=== block 1 ===
==> block_1/final_congestion.png <==
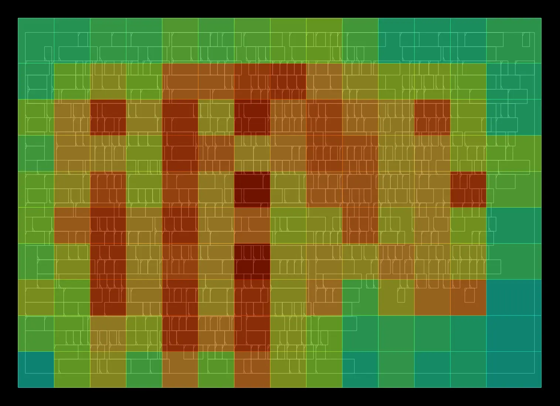

<file path="src/rtl/mole_pkg.sv">
`default_nettype none
// ============================================================================
// Module      : mole_pkg
// Description : Shared types and constants for the mole display path:
//               sprite bank codes, sequencer state encoding and the hole
//               position table used by the game FSM and display mux.
// Revision    : 1.0 - initial release
// ============================================================================
package mole_pkg;

    typedef enum logic [1:0] {
        SPR_NONE   = 2'd0,
        SPR_NORMAL = 2'd1,
        SPR_HAPPY  = 2'd2,
        SPR_DEAD   = 2'd3
    } sprite_t;

    typedef enum logic [2:0] {
        ST_IDLE       = 3'd0,
        ST_ASCEND     = 3'd1,
        ST_UP         = 3'd2,
        ST_DESC_HAPPY = 3'd3,
        ST_DESC_DEAD  = 3'd4,
        ST_DONE       = 3'd5
    } state_t;

    // Screen position of each of the eight holes (3 x top row, 2 middle, 3 bottom)
    localparam logic [10:0] c_hole_x [8] = '{
        11'd65, 11'd406, 11'd747, 11'd65, 11'd747, 11'd65, 11'd406, 11'd747
    };
    localparam logic [9:0] c_hole_yp [8] = '{
        10'd0, 10'd0, 10'd0, 10'd256, 10'd256, 10'd512, 10'd512, 10'd512
    };

    // Sprite bank shown while the sequencer sits in a given state
    function automatic sprite_t sprite_of(input state_t s);
        case (s)
            ST_ASCEND, ST_UP: return SPR_NORMAL;
            ST_DESC_HAPPY:    return SPR_HAPPY;
            ST_DESC_DEAD:     return SPR_DEAD;
            default:          return SPR_NONE;
        endcase
    endfunction

endpackage
`default_nettype wire

</file>
<file path="src/rtl/step_tick_gen.sv">
`default_nettype none
// ============================================================================
// Module      : step_tick_gen
// Description : Free-running divider producing a registered one-cycle tick
//               every DIV clocks (high every cycle when DIV = 1).
// Revision    : 1.0 - initial release
// ============================================================================
module step_tick_gen #(
    parameter int DIV = 1
) (
    input  logic clk,
    input  logic reset,
    output logic tick
);

    localparam int              c_cw   = (DIV > 1) ? $clog2(DIV) : 1;
    localparam logic [c_cw-1:0] c_last = c_cw'(DIV - 1);

    logic [c_cw-1:0] r_cnt;
    logic            r_tick;

    // Count 0..DIV-1 and flag the wrap one cycle later as the tick
    always_ff @(posedge clk) begin
        if (reset) begin
            r_cnt  <= '0;
            r_tick <= 1'b0;
        end else begin
            r_tick <= (r_cnt == c_last);
            r_cnt  <= (r_cnt == c_last) ? '0 : r_cnt + c_cw'(1);
        end
    end

    assign tick = r_tick;

endmodule
`default_nettype wire

</file>
<file path="src/rtl/mole_popup_sequencer.sv">
`default_nettype none
// ============================================================================
// Module      : mole_popup_sequencer
// Description : Runs one mole through pop-up, hold and retreat. Resolves the
//               requested hole to screen coordinates, steps the sprite top
//               line once per step tick, selects the sprite bank and reports
//               the outcome with a one-cycle done pulse.
// Revision    : 1.0 - initial release
// ============================================================================
module mole_popup_sequencer
    import mole_pkg::*;
#(
    parameter int STEP_DIV   = 33750,
    parameter int HEIGHT     = 256,
    parameter int HOLD_TICKS = 512
) (
    input  logic        clk,
    input  logic        reset,
    input  logic        req,
    input  logic [2:0]  req_loc,
    input  logic        whack,
    output logic [10:0] mole_x,
    output logic [9:0]  mole_y,
    output logic [9:0]  mole_yp,
    output logic [1:0]  sprite,
    output logic        busy,
    output logic        done,
    output logic        whacked
);

    localparam int              c_hw        = ($clog2(HOLD_TICKS) > 10) ? $clog2(HOLD_TICKS) : 10;
    localparam logic [8:0]      c_height    = 9'(HEIGHT);
    localparam logic [8:0]      c_height_m1 = 9'(HEIGHT - 1);
    localparam logic [c_hw-1:0] c_hold_last = c_hw'(HOLD_TICKS - 1);

    logic w_tick;

    state_t          r_state, w_state_next;
    logic [8:0]      r_off, w_off_next;
    logic [c_hw-1:0] r_hold, w_hold_next;
    logic [10:0]     r_mole_x, w_x_next;
    logic [9:0]      r_mole_yp, w_yp_next;
    logic            r_whacked, w_whacked_next;
    logic [9:0]      r_mole_y;
    sprite_t         r_sprite;
    logic            r_busy;
    logic            r_done;

    step_tick_gen #(.DIV(STEP_DIV)) u_tick (
        .clk   (clk),
        .reset (reset),
        .tick  (w_tick)
    );

    // Next-state and datapath update; whack outranks a same-cycle tick
    always_comb begin
        w_state_next   = r_state;
        w_off_next     = r_off;
        w_hold_next    = r_hold;
        w_x_next       = r_mole_x;
        w_yp_next      = r_mole_yp;
        w_whacked_next = r_whacked;
        case (r_state)
            ST_IDLE: begin
                if (req) begin
                    w_x_next       = c_hole_x[req_loc];
                    w_yp_next      = c_hole_yp[req_loc];
                    w_off_next     = c_height;
                    w_whacked_next = 1'b0;
                    w_state_next   = ST_ASCEND;
                end
            end
            ST_ASCEND: begin
                if (whack) begin
                    w_whacked_next = 1'b1;
                    w_state_next   = ST_DESC_DEAD;
                end else if (w_tick) begin
                    w_off_next = r_off - 9'd1;
                    if (r_off == 9'd1) begin
                        w_hold_next  = '0;
                        w_state_next = ST_UP;
                    end
                end
            end
            ST_UP: begin
                if (whack) begin
                    w_whacked_next = 1'b1;
                    w_state_next   = ST_DESC_DEAD;
                end else if (w_tick) begin
                    if (r_hold == c_hold_last) begin
                        w_state_next = ST_DESC_HAPPY;
                    end else begin
                        w_hold_next = r_hold + c_hw'(1);
                    end
                end
            end
            ST_DESC_HAPPY, ST_DESC_DEAD: begin
                // A whack on the very first ascend cycle leaves the mole hidden
                if (r_off == c_height) begin
                    w_state_next = ST_DONE;
                end else if (w_tick) begin
                    if (r_off == c_height_m1) begin
                        w_off_next   = c_height;
                        w_state_next = ST_DONE;
                    end else begin
                        w_off_next = r_off + 9'd1;
                    end
                end
            end
            ST_DONE: begin
                w_state_next = ST_IDLE;
            end
            default: begin
                w_state_next = ST_IDLE;
            end
        endcase
    end

    // State, datapath and registered outputs derived from the next state
    always_ff @(posedge clk) begin
        if (reset) begin
            r_state   <= ST_IDLE;
            r_off     <= c_height;
            r_hold    <= '0;
            r_mole_x  <= c_hole_x[0];
            r_mole_yp <= c_hole_yp[0];
            r_whacked <= 1'b0;
            r_mole_y  <= c_hole_yp[0] + {1'b0, c_height};
            r_sprite  <= SPR_NONE;
            r_busy    <= 1'b0;
            r_done    <= 1'b0;
        end else begin
            r_state   <= w_state_next;
            r_off     <= w_off_next;
            r_hold    <= w_hold_next;
            r_mole_x  <= w_x_next;
            r_mole_yp <= w_yp_next;
            r_whacked <= w_whacked_next;
            r_mole_y  <= w_yp_next + {1'b0, w_off_next};
            r_sprite  <= sprite_of(w_state_next);
            r_busy    <= (w_state_next != ST_IDLE);
            r_done    <= (w_state_next == ST_DONE);
        end
    end

    assign mole_x  = r_mole_x;
    assign mole_y  = r_mole_y;
    assign mole_yp = r_mole_yp;
    assign sprite  = r_sprite;
    assign busy    = r_busy;
    assign done    = r_done;
    assign whacked = r_whacked;

endmodule
`default_nettype wire

</file>
<file path="config.mk">
export PLATFORM = sky130hd
export DESIGN_NAME = mole_popup_sequencer
export DESIGN_NICKNAME = d
export VERILOG_FILES = /design/src/rtl/mole_pkg.sv /design/src/rtl/step_tick_gen.sv /design/src/rtl/mole_popup_sequencer.sv
export SDC_FILE = /design/constraint.sdc
export NUM_CORES = 1
export LEC_CHECK = 0
export ABC_AREA = 1
export CORE_ASPECT_RATIO = 0.7
export CORE_UTILIZATION = 60
export DETAILED_ROUTE_END_ITERATION = 8
export PLACE_DENSITY = 0.95
export SLEW_MARGIN = 20
export SYNTH_ARGS = -nofsm -noshare
export SYNTH_HDL_FRONTEND = slang
export SYNTH_SLANG_ARGS = --single-unit
</file>
<file path="constraint.sdc">
create_clock -name clk -period 8.81 [get_ports clk]
set_input_delay 1.762 -clock clk [delete_from_list [all_inputs] [get_ports clk]]
set_output_delay 1.762 -clock clk [all_outputs]
set_load 0.005 [all_outputs]
</file>
=== block 2 ===
`src/rtl/bcd_display_scanner.sv`:
```
// Multiplexed 7-segment scanner for a packed multi-digit BCD snapshot.
// Registered outputs, leading-zero blanking and a per-slot anti-ghost guard.
module bcd_display_scanner #(
    parameter int DIGITS   = 4,
    parameter int PRESCALE = 1000,
    parameter int GUARD    = 2
) (
    input  logic                  CLK,
    input  logic                  RST,
    input  logic [4*DIGITS-1:0]   BCD,
    input  logic                  LOAD,
    input  logic                  BLANK_LZ,
    output logic [6:0]            SEG,
    output logic [DIGITS-1:0]     AN,
    output logic                  FRAME
);

    localparam int PW = $clog2(PRESCALE);
    localparam int IW = $clog2(DIGITS);

    localparam logic [PW-1:0] PRE_LAST  = PW'(PRESCALE - 1);
    localparam logic [PW-1:0] PRE_GUARD = PW'(GUARD);
    localparam logic [IW-1:0] IDX_LAST  = IW'(DIGITS - 1);

    logic [4*DIGITS-1:0] snap;
    logic [PW-1:0]       pre;
    logic [IW-1:0]       idx;

    logic [3:0]          cur;
    logic [DIGITS-1:0]   blank;
    logic                allz;
    logic                lit;
    logic                slot_end;
    logic [DIGITS-1:0]   an_sel;

    function automatic logic [6:0] decode(input logic [3:0] d);
        case (d)
            4'd0:    decode = 7'h3F;
            4'd1:    decode = 7'h06;
            4'd2:    decode = 7'h5B;
            4'd3:    decode = 7'h4F;
            4'd4:    decode = 7'h66;
            4'd5:    decode = 7'h6D;
            4'd6:    decode = 7'h7D;
            4'd7:    decode = 7'h07;
            4'd8:    decode = 7'h7F;
            4'd9:    decode = 7'h6F;
            default: decode = 7'h40;
        endcase
    endfunction

    // Walk from the most significant digit down; blanking stops at the
    // first non-zero code (invalid codes count as non-zero).
    always_comb begin
        blank = '0;
        allz  = 1'b1;
        for (int k = DIGITS - 1; k >= 0; k--) begin
            allz     = allz & (snap[4*k +: 4] == 4'd0);
            blank[k] = BLANK_LZ & allz & (k != 0);
        end
    end

    always_comb begin
        cur      = snap[4*idx +: 4];
        lit      = (pre >= PRE_GUARD);
        slot_end = (pre == PRE_LAST);
        an_sel   = {{(DIGITS-1){1'b0}}, 1'b1} << idx;
    end

    always_ff @(posedge CLK) begin
        if (RST) begin
            snap <= '0;
        end else if (LOAD) begin
            snap <= BCD;
        end
    end

    always_ff @(posedge CLK) begin
        if (RST) begin
            pre <= '0;
            idx <= '0;
        end else if (slot_end) begin
            pre <= '0;
            idx <= (idx == IDX_LAST) ? '0 : idx + 1'b1;
        end else begin
            pre <= pre + 1'b1;
        end
    end

    always_ff @(posedge CLK) begin
        if (RST) begin
            SEG   <= '0;
            AN    <= '0;
            FRAME <= 1'b0;
        end else begin
            AN    <= lit ? an_sel : '0;
            SEG   <= (lit && !blank[idx]) ? decode(cur) : 7'h00;
            FRAME <= slot_end && (idx == IDX_LAST);
        end
    end

endmodule

```
`config.mk`:
```
export PLATFORM = sky130hd
export DESIGN_NAME = bcd_display_scanner
export DESIGN_NICKNAME = d
export VERILOG_FILES = /design/src/rtl/bcd_display_scanner.sv
export SDC_FILE = /design/constraint.sdc
export NUM_CORES = 1
export LEC_CHECK = 0
export CELL_PAD_IN_SITES_DETAIL_PLACEMENT = 0
export CELL_PAD_IN_SITES_GLOBAL_PLACEMENT = 1
export CORE_MARGIN = 2
export CORE_UTILIZATION = 36
export DETAILED_ROUTE_END_ITERATION = 10
export GPL_ROUTABILITY_DRIVEN = 0
export GPL_TIMING_DRIVEN = 1
export MAX_ROUTING_LAYER = met4
export PLACE_DENSITY_LB_ADDON = 0.05
export SLEW_MARGIN = 20
export SYNTH_ARGS = -nofsm -noshare
export SYNTH_HDL_FRONTEND = slang
export SYNTH_SLANG_ARGS = --single-unit
```
`constraint.sdc`:
```
create_clock -name CLK -period 1.8 [get_ports CLK]
set_input_delay 0.54 -clock CLK [delete_from_list [all_inputs] [get_ports CLK]]
set_output_delay 0.54 -clock CLK [all_outputs]
set_load 0.03 [all_outputs]
```

## Gallery

Routed metal, one color a layer.
Only two layers are drawn.
picture 1
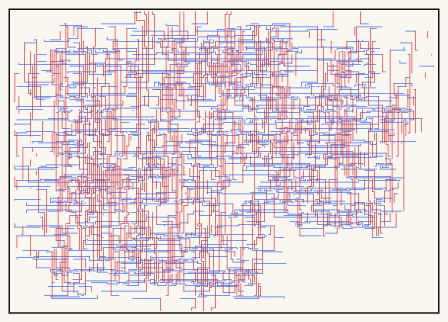
picture 2
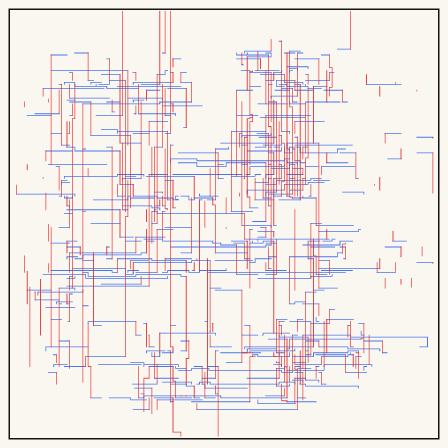
- block 2 = picture 2
- block 1 = picture 1
The one with the most wire is picture 1.

Key to picture 2:
legend:
  red:
    layer: met2
    wire_length: 1780 µm
  blue:
    layer: met1
    wire_length: 1740 µm

==> block_1/zoom.png <==
Window x 63 to 88, y 5 to 30 µm. Cells in gray, sequential cells in the stronger gray; small squares are vias.
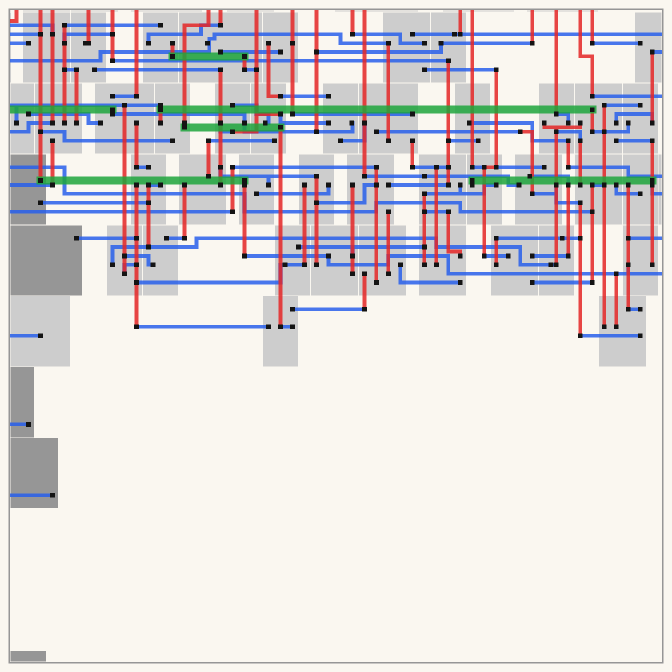
legend:
  blue:
    layer: met1
  red:
    layer: met2
  green:
    layer: met3
most frequent: nand2_1 (10), nand3_1 (8), inv_1 (7)
sequential cells in the window: 0
cells with their middle in the window: 40

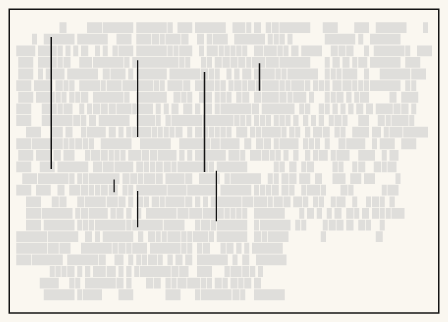
(block_1/met4.png)
Cells faint in the background.
share of all routed wire: 1.0%
wire length on this layer: 100 µm
main direction: vertical
routed wire length: 9931 µm
via count: 3957

About block_1/final_congestion.png:
routed length per placed instance: 13.77 µm
met1 Usage GRT: 0.4143
Util after Layout: 0.7321

==> Slide: Implementation Results, block 1 <==
Run Summary

Logic synthesis
  – Area share, top type: 0.3360
  – Seq share, synth: 0.3360
  – Post-synthesis simple-gate area fraction: 0.3369

Finish
  – Sequential share of cell area: 0.2921
  – Non-filler instance count after layout: around 720
  – Share of the final layout cell area in multi-input gates: 0.4897

Global routing
  – Global-route usage over all layers: 0.2928
  – Number of antenna violations at the first check in global routing: 0

Worst hold path
  – Worst hold-check path type: flop to flop

STA
  – Aggregate negative setup slack: 0 ps
  – Min setup slack post-route: 4516 ps

Clocking
  – TritonCTS buffer count: 9
  – Post-CTS resize count: 0

Floorplan
  – Well Taps: 91

Outcome
  – Outcome: complete, no violations

Power
  – Part of the power in registers: 0.476

Placement
  – Post-place instance area: 0.004456 mm²

Worst setup path
  – Largest fanout on the critical path: 5
  – List of cells traversed by the critical path: clkdlybuf4s50_1 -> inv_1 -> nand2_1 -> inv_1 -> o211ai_1 -> nand2_1 -> nand2_1 -> ha_1 -> inv_1 -> fa_1 -> o21ai_0 -> nand2_1 -> nand2_1 -> a21oi_1 -> o21ai_0 -> a21oi_1
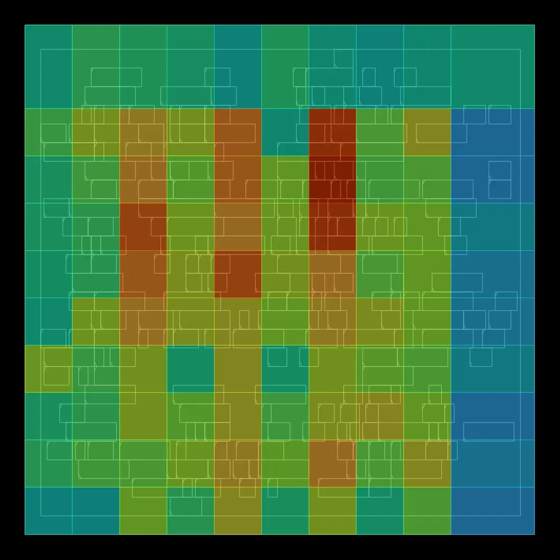
(block_2/final_congestion.png)
met3 layer usage reported by global route: 0.03659
Util after Layout: 0.5124
routed length per placed instance: 12.63 µm
global-route usage over all layers: 0.1486

==> Slide: Implementation Results, block 2 <==
Run Summary

STA
  – Fraction of the cycle the final worst path needs: 1.016
  – Min setup slack post-route: -29.35 ps
  – Final setup vio count: 1

Worst hold path
  – Source of the worst hold timing path: pre[0]
  – Worst hold-check path type: flop to flop

Clocking
  – Setup repair bufs after CTS: 0
  – Maximum level of the CTS H-tree: 2
  – Clock tree root driver cell: clkbuf_8
  – TritonCTS clock tree: yes
  – Worst-Skew Late Latency: 280 ps
  – TritonCTS buffer count: 5

Outcome
  – Outcome: complete, but fails checks
  – Failing checks: setup timing

Logic synthesis
  – Prevailing post-synth register cell: dfxtp_1
  – Synth Instances: 180
  – FF+latch count, synth: approximately 40
  – Yosys adder share: 0.06334

Floorplan
  – Well Taps: 67
  – Number of rows in the core area: 25

Worst setup path
  – Buf+Inv Stages, Crit Path: 2
  – Source of the critical timing path: idx[0]
  – Largest fanout on the critical path: 4
  – Reg-to-Reg Start: idx[0]

Global routing
  – Pin count of the biggest net entering global routing: 19
  – Met1 Usage GRT: 0.1908
  – Met2 usage in global routing: 0.2282
  – Global-route wire length before repair: 6009 µm

Flow run
  – Maxcap violations: 0

Routing
  – First-pass iteration count of the detailed router: 4
  – Via density per instance: 4.678

Finish
  – Clock tree buffer count of the final layout: 6
  – Non-filler instance count after layout: 295
  – Flip-flop count of the largest register, all copies and words added: 16
  – # nets final: approximately 260
  – Signal inverters: 8
  – Data buffer area share: 0.1885
  – Sequential share of cell area: 0.3303

Power
  – Peak supply drop: 0.7110 mV
  – Power in combinational cells: 317 µW

Placement
  – Worst Setup Slack post-DPL: -64.11 ps


==> screenshots <==
Power grid.
Scale bar: 20 µm. Pins as bars on the die edge. Tap cells in gray.
(a)
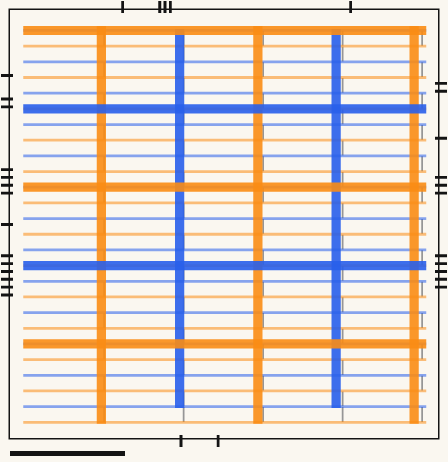
(b)
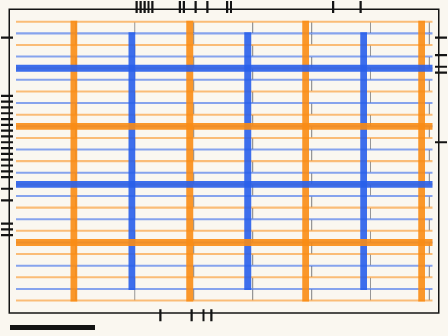
- block 2 = (a)
- block 1 = (b)
Of these, largest die: (b)
Of these, most pins: (b)

Power and IR drop assume default switching activity.
